==================== rectangle_fill
Figure 1. Routed metal, one colour a layer (rectangle_fill).
Two of the layers only.
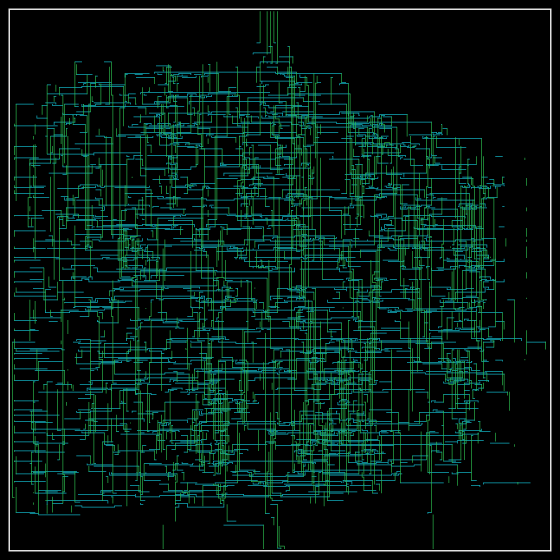

--- src/rtl/gfx_pkg.sv ---
// rtl/gfx_pkg.sv - shared framebuffer geometry, write-enable constants and fill FSM state type
package gfx_pkg;

    localparam int H_RES          = 320;
    localparam int V_RES          = 240;
    localparam int WORDS_PER_LINE = H_RES / 4;

    localparam int ADDR_W = 17;
    localparam int DATA_W = 32;
    localparam int OP_W   = 4;

    localparam logic [OP_W-1:0] OP_WR_NONE = 4'b0000;
    localparam logic [OP_W-1:0] OP_WR_ALL  = 4'b1111;

    typedef enum logic [1:0] {
        ST_IDLE,
        ST_SETUP,
        ST_ROW,
        ST_DONE
    } fill_state_t;

endpackage

--- src/rtl/rect_edge_mask.sv ---
// rtl/rect_edge_mask.sv - byte write-enable for one word of a rectangle row
//
// Ports:
//   x0_lo    in  2  x0[1:0], first pixel lane of the row
//   x1_lo    in  2  x1[1:0], last pixel lane of the row
//   is_first in  1  current word is the row's first word
//   is_last  in  1  current word is the row's last word
//   mask     out 4  byte enables, bit k covers pixel x%4==k
module rect_edge_mask
    import gfx_pkg::*;
(
    input  logic [1:0]      x0_lo,
    input  logic [1:0]      x1_lo,
    input  logic            is_first,
    input  logic            is_last,
    output logic [OP_W-1:0] mask
);

    // A single-word row is both first and last, so both trims apply.
    always_comb begin
        mask = OP_WR_ALL;
        if (is_first) begin
            mask = mask & (OP_WR_ALL << x0_lo);
        end
        if (is_last) begin
            mask = mask & (OP_WR_ALL >> (2'd3 - x1_lo));
        end
    end

endmodule

--- src/rtl/rectangle_fill.sv ---
// rtl/rectangle_fill.sv - rectangle fill engine issuing masked word writes to the memory arbiter
//
// Optional feature macro: RECT_FILL_CLIP_EN (clip rectangle to the visible framebuffer).
//
// Ports:
//   clk, rst                 clock, asynchronous active-high reset
//   cmd_x0/y0/w/h/color      fill command fields
//   cmd_rts_in/cmd_rtr_out   command handshake
//   rectanglefill_addr       word address (17 bits)
//   rectanglefill_wrdata     {4{color}}
//   rectanglefill_op         byte write enables
//   rectanglefill_rts_out    write request valid
//   rectanglefill_rtr_in     arbiter ready
//   done                     one-cycle completion pulse
//   busy                     command in progress
module rectangle_fill
    import gfx_pkg::*;
(
    input  logic              clk,
    input  logic              rst,
    input  logic [8:0]        cmd_x0,
    input  logic [7:0]        cmd_y0,
    input  logic [8:0]        cmd_w,
    input  logic [7:0]        cmd_h,
    input  logic [7:0]        cmd_color,
    input  logic              cmd_rts_in,
    output logic              cmd_rtr_out,
    output logic [ADDR_W-1:0] rectanglefill_addr,
    output logic [DATA_W-1:0] rectanglefill_wrdata,
    output logic [OP_W-1:0]   rectanglefill_op,
    output logic              rectanglefill_rts_out,
    input  logic              rectanglefill_rtr_in,
    output logic              done,
    output logic              busy
);

    fill_state_t state, state_next;

    // ready_q keeps cmd_rtr_out low until the first clock after reset release.
    logic              ready_q;
    logic [8:0]        x0_q;
    logic [7:0]        y0_q;
    logic [8:0]        w_q;
    logic [7:0]        h_q;
    logic [7:0]        color_q;
    logic [1:0]        x1_lo;
    logic [7:0]        start_w;
    logic [7:0]        end_w;
    logic [7:0]        idx;
    logic [8:0]        line;
    logic [8:0]        y1_q;
    logic [ADDR_W-1:0] row_base;

    logic [9:0]        x1_full;
    logic [8:0]        y1_full;
    logic [9:0]        x1_clip;
    logic [8:0]        y1_clip;
    logic              empty;
    logic [ADDR_W-1:0] base_calc;

    logic              idle_ready;
    logic              cmd_accept;
    logic              xfc;
    logic              row_end;
    logic              last_row;
    logic [OP_W-1:0]   mask;

    assign idle_ready = (state == ST_IDLE) && ready_q;
    assign cmd_accept = cmd_rts_in && idle_ready;
    assign xfc        = rectanglefill_rts_out && rectanglefill_rtr_in;
    assign row_end    = (idx == end_w);
    assign last_row   = (line == y1_q);

    // Extents are one bit wider than the inputs so x0+w-1 never truncates.
    assign x1_full   = {1'b0, x0_q} + {1'b0, w_q} - 10'd1;
    assign y1_full   = {1'b0, y0_q} + {1'b0, h_q} - 9'd1;
    assign base_calc = ({9'd0, y0_q} << 6) + ({9'd0, y0_q} << 4);

    always_comb begin
        x1_clip = x1_full;
        y1_clip = y1_full;
        empty   = (w_q == 9'd0) || (h_q == 8'd0);
`ifdef RECT_FILL_CLIP_EN
        if (x1_full > 10'(H_RES - 1)) begin
            x1_clip = 10'(H_RES - 1);
        end
        if (y1_full > 9'(V_RES - 1)) begin
            y1_clip = 9'(V_RES - 1);
        end
        if (({1'b0, x0_q} >= 10'(H_RES)) || ({1'b0, y0_q} >= 9'(V_RES))) begin
            empty = 1'b1;
        end
`endif
    end

    rect_edge_mask u_mask (
        .x0_lo    (x0_q[1:0]),
        .x1_lo    (x1_lo),
        .is_first (idx == start_w),
        .is_last  (row_end),
        .mask     (mask)
    );

    always_ff @(posedge clk or posedge rst) begin
        if (rst) begin
            state <= ST_IDLE;
        end else begin
            state <= state_next;
        end
    end

    always_comb begin
        state_next            = state;
        cmd_rtr_out           = 1'b0;
        rectanglefill_rts_out = 1'b0;
        done                  = 1'b0;
        busy                  = 1'b1;
        case (state)
            ST_IDLE: begin
                busy        = 1'b0;
                cmd_rtr_out = idle_ready;
                if (cmd_accept) begin
                    state_next = ST_SETUP;
                end
            end
            ST_SETUP: begin
                state_next = empty ? ST_DONE : ST_ROW;
            end
            ST_ROW: begin
                rectanglefill_rts_out = 1'b1;
                if (xfc && row_end && last_row) begin
                    state_next = ST_DONE;
                end
            end
            ST_DONE: begin
                done       = 1'b1;
                state_next = ST_IDLE;
            end
            default: begin
                state_next = ST_IDLE;
            end
        endcase
    end

    always_ff @(posedge clk or posedge rst) begin
        if (rst) begin
            ready_q  <= 1'b0;
            x0_q     <= '0;
            y0_q     <= '0;
            w_q      <= '0;
            h_q      <= '0;
            color_q  <= '0;
            x1_lo    <= '0;
            start_w  <= '0;
            end_w    <= '0;
            idx      <= '0;
            line     <= '0;
            y1_q     <= '0;
            row_base <= '0;
        end else begin
            ready_q <= 1'b1;
            if (cmd_accept) begin
                x0_q    <= cmd_x0;
                y0_q    <= cmd_y0;
                w_q     <= cmd_w;
                h_q     <= cmd_h;
                color_q <= cmd_color;
            end
            if (state == ST_SETUP) begin
                x1_lo    <= x1_clip[1:0];
                start_w  <= {1'b0, x0_q[8:2]};
                end_w    <= x1_clip[9:2];
                idx      <= {1'b0, x0_q[8:2]};
                line     <= {1'b0, y0_q};
                y1_q     <= y1_clip;
                row_base <= base_calc;
            end
            // Row wrap happens on the last word's transfer so the next row
            // starts on the following cycle without a bubble.
            if (xfc) begin
                if (row_end) begin
                    idx      <= start_w;
                    row_base <= row_base + ADDR_W'(WORDS_PER_LINE);
                    line     <= line + 9'd1;
                end else begin
                    idx <= idx + 8'd1;
                end
            end
        end
    end

    assign rectanglefill_addr   = row_base + {9'd0, idx};
    assign rectanglefill_wrdata = {4{color_q}};
    assign rectanglefill_op     = rectanglefill_rts_out ? mask : OP_WR_NONE;

endmodule
--- config.mk ---
export PLATFORM = sky130hd
export DESIGN_NAME = rectangle_fill
export DESIGN_NICKNAME = d
export VERILOG_FILES = /design/src/rtl/gfx_pkg.sv /design/src/rtl/rect_edge_mask.sv /design/src/rtl/rectangle_fill.sv
export SDC_FILE = /design/constraint.sdc
export NUM_CORES = 1
export LEC_CHECK = 0
export ABC_AREA = 1
export CAP_MARGIN = 20
export CORE_MARGIN = 5
export CORE_UTILIZATION = 40
export CTS_BUF_LIST = sky130_fd_sc_hd__clkbuf_4 sky130_fd_sc_hd__clkbuf_8
export CTS_CLUSTER_SIZE = 24
export DETAILED_ROUTE_END_ITERATION = 8
export HOLD_SLACK_MARGIN = 0.08
export SYNTH_ARGS = -nofsm -noshare
export SYNTH_HDL_FRONTEND = slang
export SYNTH_HIERARCHICAL = 1
export SYNTH_SLANG_ARGS = --single-unit
--- constraint.sdc ---
create_clock -name clk -period 3.5 [get_ports clk]
set_input_delay 0.7 -clock clk [delete_from_list [all_inputs] [get_ports clk]]
set_output_delay 0.7 -clock clk [all_outputs]
set_load 0.1 [all_outputs]
==================== fetch_stage
$ cat src/rtl/fetch_stage.sv
// -----------------------------------------------------------------------------
// fetch_stage
//
// Instruction-fetch stage with its IF/ID pipeline register. It owns the program
// counter, presents the PC to instruction memory (combinational read), and
// latches the returned word together with its PC into IF/ID for the decoder.
// The hazard unit can stall the stage, and the execute stage can redirect it
// (which also flushes IF/ID). Fetching a HLT opcode parks the stage in HALT
// until a redirect arrives.
//
// Ports:
//   clk              system clock, rising edge
//   reset            synchronous, active-high reset
//   o_imem_addr      fetch address (current PC) to instruction memory
//   i_imem_data      instruction word read at o_imem_addr this cycle
//   i_stall          hold PC, IF/ID, state and counter
//   i_branch_taken   redirect fetch to i_branch_target and flush IF/ID
//   i_branch_target  redirect address, meaningful only with i_branch_taken
//   o_instr          IF/ID instruction word
//   o_pc             PC of o_instr
//   o_pc_plus1       o_pc + 1 (wraps), used for branch offsets
//   o_valid          o_instr is a real fetched instruction, not a bubble
//   o_halted         stage is in HALT
//   o_fetch_count    saturating count of valid words latched into IF/ID
// -----------------------------------------------------------------------------
module fetch_stage #(
    parameter int                  PC_WIDTH    = 8,
    parameter int                  INSTR_WIDTH = 16,
    parameter logic [PC_WIDTH-1:0] RESET_PC    = '0,
    parameter logic [3:0]          NOP_OPCODE  = 4'b1100,
    parameter logic [3:0]          HLT_OPCODE  = 4'b1111
) (
    input  logic                   clk,
    input  logic                   reset,
    output logic [PC_WIDTH-1:0]    o_imem_addr,
    input  logic [INSTR_WIDTH-1:0] i_imem_data,
    input  logic                   i_stall,
    input  logic                   i_branch_taken,
    input  logic [PC_WIDTH-1:0]    i_branch_target,
    output logic [INSTR_WIDTH-1:0] o_instr,
    output logic [PC_WIDTH-1:0]    o_pc,
    output logic [PC_WIDTH-1:0]    o_pc_plus1,
    output logic                   o_valid,
    output logic                   o_halted,
    output logic [15:0]            o_fetch_count
);

    localparam logic [INSTR_WIDTH-1:0] NOP_WORD =
        {NOP_OPCODE, {(INSTR_WIDTH-4){1'b0}}};

    typedef enum logic {
        ST_RUN  = 1'b0,
        ST_HALT = 1'b1
    } state_t;

    // Counter increment that sticks at all-ones instead of wrapping.
    function automatic logic [15:0] sat_inc16(input logic [15:0] value);
        if (value == 16'hFFFF) begin
            return value;
        end
        return value + 16'd1;
    endfunction

    // PC increment; wrapping past the top of the address space is intended.
    function automatic logic [PC_WIDTH-1:0] pc_inc(input logic [PC_WIDTH-1:0] value);
        return value + PC_WIDTH'(1);
    endfunction

    state_t                 state_q, state_d;
    logic [PC_WIDTH-1:0]    pc_p0, pc_p0_d;
    logic [INSTR_WIDTH-1:0] instr_p1, instr_p1_d;
    logic [PC_WIDTH-1:0]    pc_p1, pc_p1_d;
    logic                   vld_p1, vld_p1_d;
    logic [15:0]            cnt_q, cnt_d;
    logic                   is_hlt;

    assign is_hlt = (i_imem_data[INSTR_WIDTH-1 -: 4] == HLT_OPCODE);

    // Next-state and IF/ID load selection. Branch wins over stall; a stall
    // simply leaves every default (hold) in place.
    always_comb begin
        state_d    = state_q;
        pc_p0_d    = pc_p0;
        instr_p1_d = instr_p1;
        pc_p1_d    = pc_p1;
        vld_p1_d   = vld_p1;
        cnt_d      = cnt_q;

        if (i_branch_taken) begin
            // The word read this cycle belongs to the wrong path; drop it.
            pc_p0_d    = i_branch_target;
            instr_p1_d = NOP_WORD;
            pc_p1_d    = '0;
            vld_p1_d   = 1'b0;
            state_d    = ST_RUN;
        end else if (!i_stall) begin
            case (state_q)
                ST_RUN: begin
                    instr_p1_d = i_imem_data;
                    pc_p1_d    = pc_p0;
                    vld_p1_d   = 1'b1;
                    cnt_d      = sat_inc16(cnt_q);
                    // HLT is passed down as a real instruction, but the PC
                    // stays on it so a resume only happens via redirect.
                    if (is_hlt) begin
                        state_d = ST_HALT;
                    end else begin
                        pc_p0_d = pc_inc(pc_p0);
                    end
                end
                ST_HALT: begin
                    instr_p1_d = NOP_WORD;
                    pc_p1_d    = '0;
                    vld_p1_d   = 1'b0;
                end
                default: begin
                    state_d = ST_RUN;
                end
            endcase
        end
    end

    // ---- Stage boundary: PC (p0) and IF/ID (p1) registers ----
    always_ff @(posedge clk) begin
        if (reset) begin
            state_q  <= ST_RUN;
            pc_p0    <= RESET_PC;
            instr_p1 <= NOP_WORD;
            pc_p1    <= '0;
            vld_p1   <= 1'b0;
            cnt_q    <= 16'd0;
        end else begin
            state_q  <= state_d;
            pc_p0    <= pc_p0_d;
            instr_p1 <= instr_p1_d;
            pc_p1    <= pc_p1_d;
            vld_p1   <= vld_p1_d;
            cnt_q    <= cnt_d;
        end
    end

    assign o_imem_addr   = pc_p0;
    assign o_instr       = instr_p1;
    assign o_pc          = pc_p1;
    assign o_pc_plus1    = pc_inc(pc_p1);
    assign o_valid       = vld_p1;
    assign o_halted      = (state_q == ST_HALT);
    assign o_fetch_count = cnt_q;

endmodule

$ cat config.mk
export PLATFORM = sky130hd
export DESIGN_NAME = fetch_stage
export DESIGN_NICKNAME = d
export VERILOG_FILES = /design/src/rtl/fetch_stage.sv
export SDC_FILE = /design/constraint.sdc
export NUM_CORES = 1
export LEC_CHECK = 0
export ABC_AREA = 1
export CAP_MARGIN = 20
export CORE_UTILIZATION = 45
export CTS_CLUSTER_SIZE = 10
export DETAILED_ROUTE_END_ITERATION = 10
export PLACE_DENSITY = 0.8
export SYNTH_ARGS = -nofsm -noshare
export SYNTH_HDL_FRONTEND = slang
export SYNTH_SLANG_ARGS = --single-unit
$ cat constraint.sdc
create_clock -name clk -period 2.1 [get_ports clk]
set_input_delay 0.42 -clock clk [delete_from_list [all_inputs] [get_ports clk]]
set_output_delay 0.42 -clock clk [all_outputs]
set_load 0.02 [all_outputs]
==================== boron_round_key_store
--- src/rtl/boron_round_key_store.sv ---
// BORON-80 round-key store: expands one cipher key into 26 round keys, one per cycle, then serves indexed reads.
// Ready 26 cycles after an accepted load; read data is registered, 1 cycle. A load during generation is ignored.
module boron_round_key_store #(
  parameter int Key_Bit_Size     = 80,
  parameter int Number_of_Rounds = 26
) (
  input  logic                    clk,
  input  logic                    reset,
  input  logic                    key_load,
  input  logic [Key_Bit_Size-1:0] Key,
  input  logic [4:0]              rk_idx,
  output logic [63:0]             round_key,
  output logic                    busy,
  output logic                    ready
);

  typedef enum logic [1:0] {
    IDLE = 2'd0,
    GEN  = 2'd1,
    DONE = 2'd2
  } state_t;

  localparam logic [4:0] LAST_IDX = 5'(Number_of_Rounds - 1);

  state_t                  state_q, state_d;
  logic [Key_Bit_Size-1:0] w_q, w_d;
  logic [4:0]              c_q, c_d;
  logic                    store_we;
  logic [63:0]             store [Number_of_Rounds];

  function automatic logic [3:0] sbox(input logic [3:0] x);
    logic [3:0] y;
    case (x)
      4'h0: y = 4'hE;
      4'h1: y = 4'h4;
      4'h2: y = 4'hB;
      4'h3: y = 4'h1;
      4'h4: y = 4'h7;
      4'h5: y = 4'h9;
      4'h6: y = 4'hC;
      4'h7: y = 4'hA;
      4'h8: y = 4'hD;
      4'h9: y = 4'h2;
      4'hA: y = 4'h0;
      4'hB: y = 4'hF;
      4'hC: y = 4'h8;
      4'hD: y = 4'h5;
      4'hE: y = 4'h3;
      default: y = 4'h6;
    endcase
    return y;
  endfunction

  // Rotate left 13, substitute the low nibble, then fold the round counter into bits 63:59.
  function automatic logic [Key_Bit_Size-1:0] update(input logic [Key_Bit_Size-1:0] w,
                                                     input logic [4:0] r);
    logic [Key_Bit_Size-1:0] t;
    t        = {w[Key_Bit_Size-14:0], w[Key_Bit_Size-1:Key_Bit_Size-13]};
    t[3:0]   = sbox(t[3:0]);
    t[63:59] = t[63:59] ^ r;
    return t;
  endfunction

  always_comb begin
    state_d  = state_q;
    w_d      = w_q;
    c_d      = c_q;
    store_we = 1'b0;
    case (state_q)
      IDLE, DONE: begin
        if (key_load) begin
          w_d     = Key;
          c_d     = 5'd0;
          state_d = GEN;
        end
      end
      GEN: begin
        store_we = 1'b1;
        w_d      = update(w_q, c_q + 5'd1);
        c_d      = c_q + 5'd1;
        if (c_q == LAST_IDX) state_d = DONE;
      end
      default: state_d = IDLE;
    endcase
  end

  always_ff @(posedge clk) begin
    if (reset) begin
      state_q   <= IDLE;
      w_q       <= '0;
      c_q       <= 5'd0;
      round_key <= 64'h0;
    end else begin
      state_q <= state_d;
      w_q     <= w_d;
      c_q     <= c_d;
      if ({27'd0, rk_idx} < 32'(Number_of_Rounds)) round_key <= store[rk_idx];
      else                                         round_key <= 64'h0;
    end
  end

  // Store is deliberately left uncleared; a reset edge must not commit a write.
  always_ff @(posedge clk) begin
    if (store_we && !reset) store[c_q] <= w_q[63:0];
  end

  assign busy  = (state_q == GEN);
  assign ready = (state_q == DONE);

endmodule

--- config.mk ---
export PLATFORM = sky130hd
export DESIGN_NAME = boron_round_key_store
export DESIGN_NICKNAME = d
export VERILOG_FILES = /design/src/rtl/boron_round_key_store.sv
export SDC_FILE = /design/constraint.sdc
export NUM_CORES = 2
export LEC_CHECK = 0
export CAP_MARGIN = 40
export CORE_UTILIZATION = 61
export CTS_CLUSTER_SIZE = 16
export DETAILED_ROUTE_END_ITERATION = 8
export PLACE_DENSITY = 0.9
export SYNTH_ARGS = -nofsm -noshare
export SYNTH_HDL_FRONTEND = slang
export SYNTH_SLANG_ARGS = --single-unit
--- constraint.sdc ---
create_clock -name clk -period 7 [get_ports clk]
set_input_delay 1.05 -clock clk [delete_from_list [all_inputs] [get_ports clk]]
set_output_delay 1.05 -clock clk [all_outputs]
set_load 0.02 [all_outputs]

==> layout pictures side by side <==
Sequential cells coloured by netlist name.
Plate I
The bar under the picture is 50 um long. Other sequential cells in the stronger grey, the rest of the logic in the fainter grey.
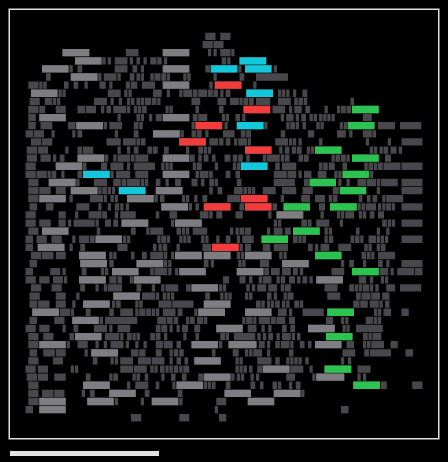
Plate II
The bar under the picture is 100 um long. Other sequential cells in the stronger grey, the rest of the logic in the fainter grey.
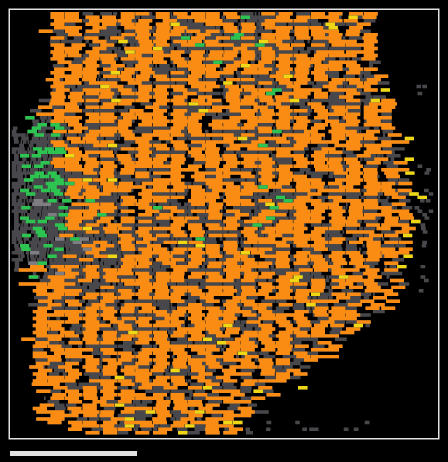
Plate III
The bar under the picture is 20 um long. Other sequential cells in the stronger grey, the rest of the logic in the fainter grey.
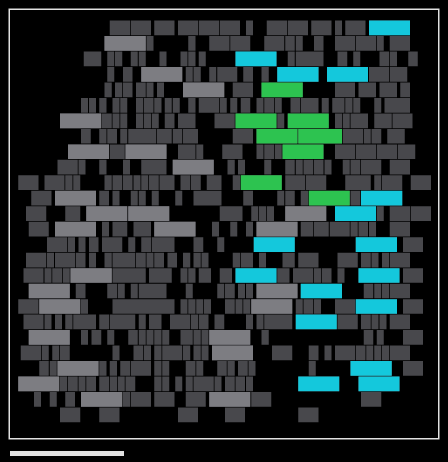
- Plate II = boron_round_key_store
- Plate I = rectangle_fill
- Plate III = fetch_stage

Key to Plate I:
- cyan: y0_q (flops 8; where top centre)
- red: line (flops 9)
- green: row_base (flops 17)

Figure 2. The clock network (rectangle_fill).
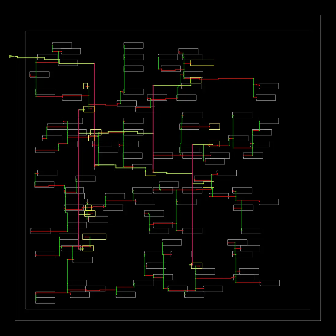
flop count: 105

Figure 3. Gate families picked out (rectangle_fill).
The bar under the picture is 50 um long.
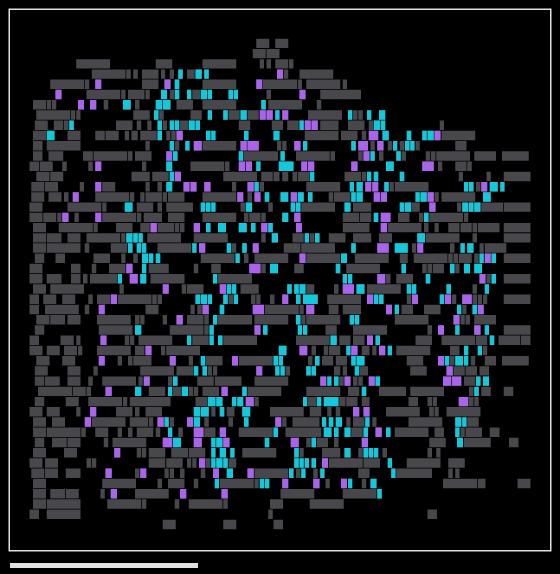
- cyan: nand cells (cells 275; most used nand2_1)
- purple: aoi and oai cells (cells 138; most used a21oi_1)

About Figure 1:
- green: metal 2 (wire length 7350 um)
- cyan: metal 1 (wire length 8160 um)

==> impl_metrics.yaml, rectangle_fill <==
# generated from flow reports
floorplan:
  chipArea_um2: 20600
  ioPinCount: 103
  core_area_um2: 17400
worst_setup_path:
  critical_path_buf_inv_count: 1
  reg2reg_depth: 14
  path_depth: 11
  path_class: "flip-flop to primary output"
  rr_startpoint: "y0_q[1]"
placed_design:
  portBuffers: 102
  place_area_um2: 8290
synthesis:
  synth_chip_area_um2: 7130
  synth.most_common_cell: "nand2_1"
  synth_flops: 105
  synthArstFlopShare_pct: 100
  xor_share_pct: 5.53
  netlist_area_um2: 7130
final_timing:
  worstMarginPinSlew_ns: 0.973
finish:
  combGateArea_um2: 3680
  signal_buffers: 109
  area.sequential_um2: 2630
  finalNetCount: 1111
  num-multi-input-gates: 628
min_path:
  worstHoldPathType: "flip-flop to flip-flop"
  worst_hold_startpoint: "y1_q[2]"
routing:
  totalWireLength_mm: 16.7
run_status:
  status: "finished clean"
==> rectangle_fill: metal layers <==
layer / global-route usage [%] / share of wire (%) / wire length (um)
met5: 0 / 0 / 0
met3: 3.46 / 5.6 / 939
met1: 23.8 / 49 / 8160
met2: 26.8 / 44 / 7350
met4: 4.61 / 1.3 / 220
==> rectangle_fill: sequential cells by signal, summed over array words and instances (netlist names) <==
name,count
y0_q,8
ready_q,1
y1_q,9
row_base,17
end_w,8
x1_lo,2
h_q,8
w_q,9
start_w,7
x0_q,9
idx,8
state,2
line,9
color_q,8
Figure 4. The clock network (fetch_stage).
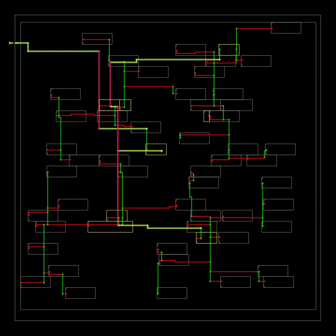
cts bufs inserted: 5
flop count: 50
Worst-Skew Late Latency: 0.31 ns
clock skew: 0.00497 ns

==> impl_metrics.yaml, fetch_stage <==
# generated from flow reports
routing:
  wl_met3_um: 448
  antenna_left: 0
  avgViaCountPerCell: 4.96
job:
  cap_viol_max_count: 0
global_routing:
  grt.busiest_layer: "met2"
synthesis:
  synth_chip_area_um2: 2410
  yosys-mux-area-fraction_pct: 0
  synth.most_common_cell: "nand2_1"
  synthArstFlopShare_pct: 0
  ys_seq_share_pct: 41.5
  logic_family: "simple AND/OR/NAND/NOR gates"
worst_setup_path:
  cp-start-kind: "flip-flop"
run_status:
  status: "finished clean"
finish:
  drive_gt1_share_pct: 6.45
  inverters_excl_clock: 25
clocking:
  clkTransAtPathRegs_ns: 0.09
final_timing:
  grt_setup_unrepaired: "false"
fetch_stage: through the flow:
| step | TNS [ns] |
|---|---|
| after floorplan | 0 |
| after global placement | 0 |
| after detailed placement | -0.0281 |
| after CTS | 0 |
| after global routing | 0 |
| final | 0 |
fetch_stage: sequential cells by signal, summed over array words and instances (netlist names):
signal,flops
o_pc,8
o_imem_addr,8
o_halted,1
o_instr,16
o_valid,1
o_fetch_count,16
Figure 5. Ports around the boundary (boron_round_key_store).
Pins as bars across the die edge, other pins in grey.
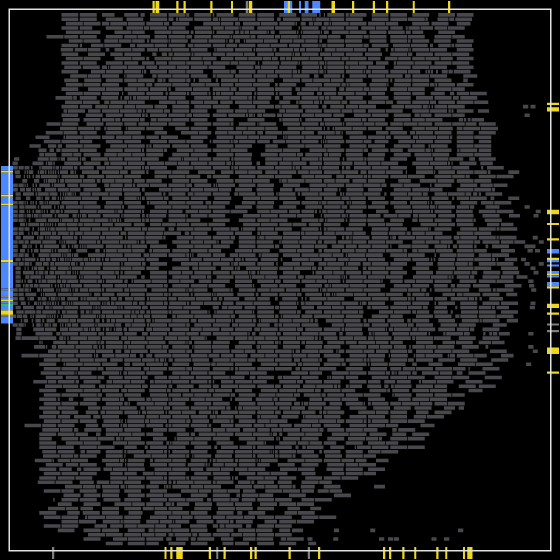
- blue: Key (pins 80; direction input; edge 61 left, 11 top, 8 right)
- yellow: round_key (pins 64; direction output; edge 22 bottom, 18 top, 17 right, 7 left)
- green: busy (pins 1; direction output; edge left)

==> impl_metrics.yaml, boron_round_key_store <==
# generated from flow reports
synthesis:
  avgSynthCellArea_um2: 20.7
  ys_sh_adder_pct: 0.110
  synth.most_common_cell: "edfxtp_1"
  synth_flops: 1819
worst_setup_path:
  crit_path_max_incr_delay_ns: 0.76
  crit_slowest_cell: "clkdlybuf4s50_1"
  path_depth: 3
  crit_family: "buffers and inverters"
  worstPathCellList: "nand2b_4 > clkinv_4 > clkdlybuf4s50_1"
  crit_required_ns: 5.95
  path_class: "flip-flop to primary output"
  critical_path_buf_inv_count: 2
  crit_end: "busy"
  critPathLaunch: "state_q[1]"
placed_design:
  placed_cells: 4863
  gp_congestion: 0.814
run_status:
  status: "finished clean"
routing:
  met1Wirelength_mm: 63.5
  wl_met3_mm: 32.2
job:
  cap_viol_max_count: 0
final_timing:
  fin_worst_skew_ns: 0.0426
  finalSetupViolations: 0
clocking:
  htree_levels: 4
  cts_setup_buffers: 0
  clkTransAtPathRegs_ns: 0.07
finish:
  largestClassByArea: "flip-flops and latches"
  nonClkBufAreaFrac_pct: 4.61
  stdcell_count: 5196
  layout_top_cells: "1664 x edfxtp_1, 384 x mux4_2, 199 x nand2_1"
  antenna_cells: 7
floorplan:
  die_width_um: 336
global_routing:
  grt.met2_usage_pct: 57.1
boron_round_key_store: metrics by stage:
stage / hold WS, ns / setup WS (ns) / area [um2]
after global routing: 0.479 / 2.62 / 78700
final: 0.469 / 2.70 / 78700
after detailed placement: 0.454 / 2.73 / 72700
after floorplan: 0.440 / 2.21 / 68100
after CTS: 0.458 / 2.73 / 78400
after global placement: 0.451 / 2.90 / 71500

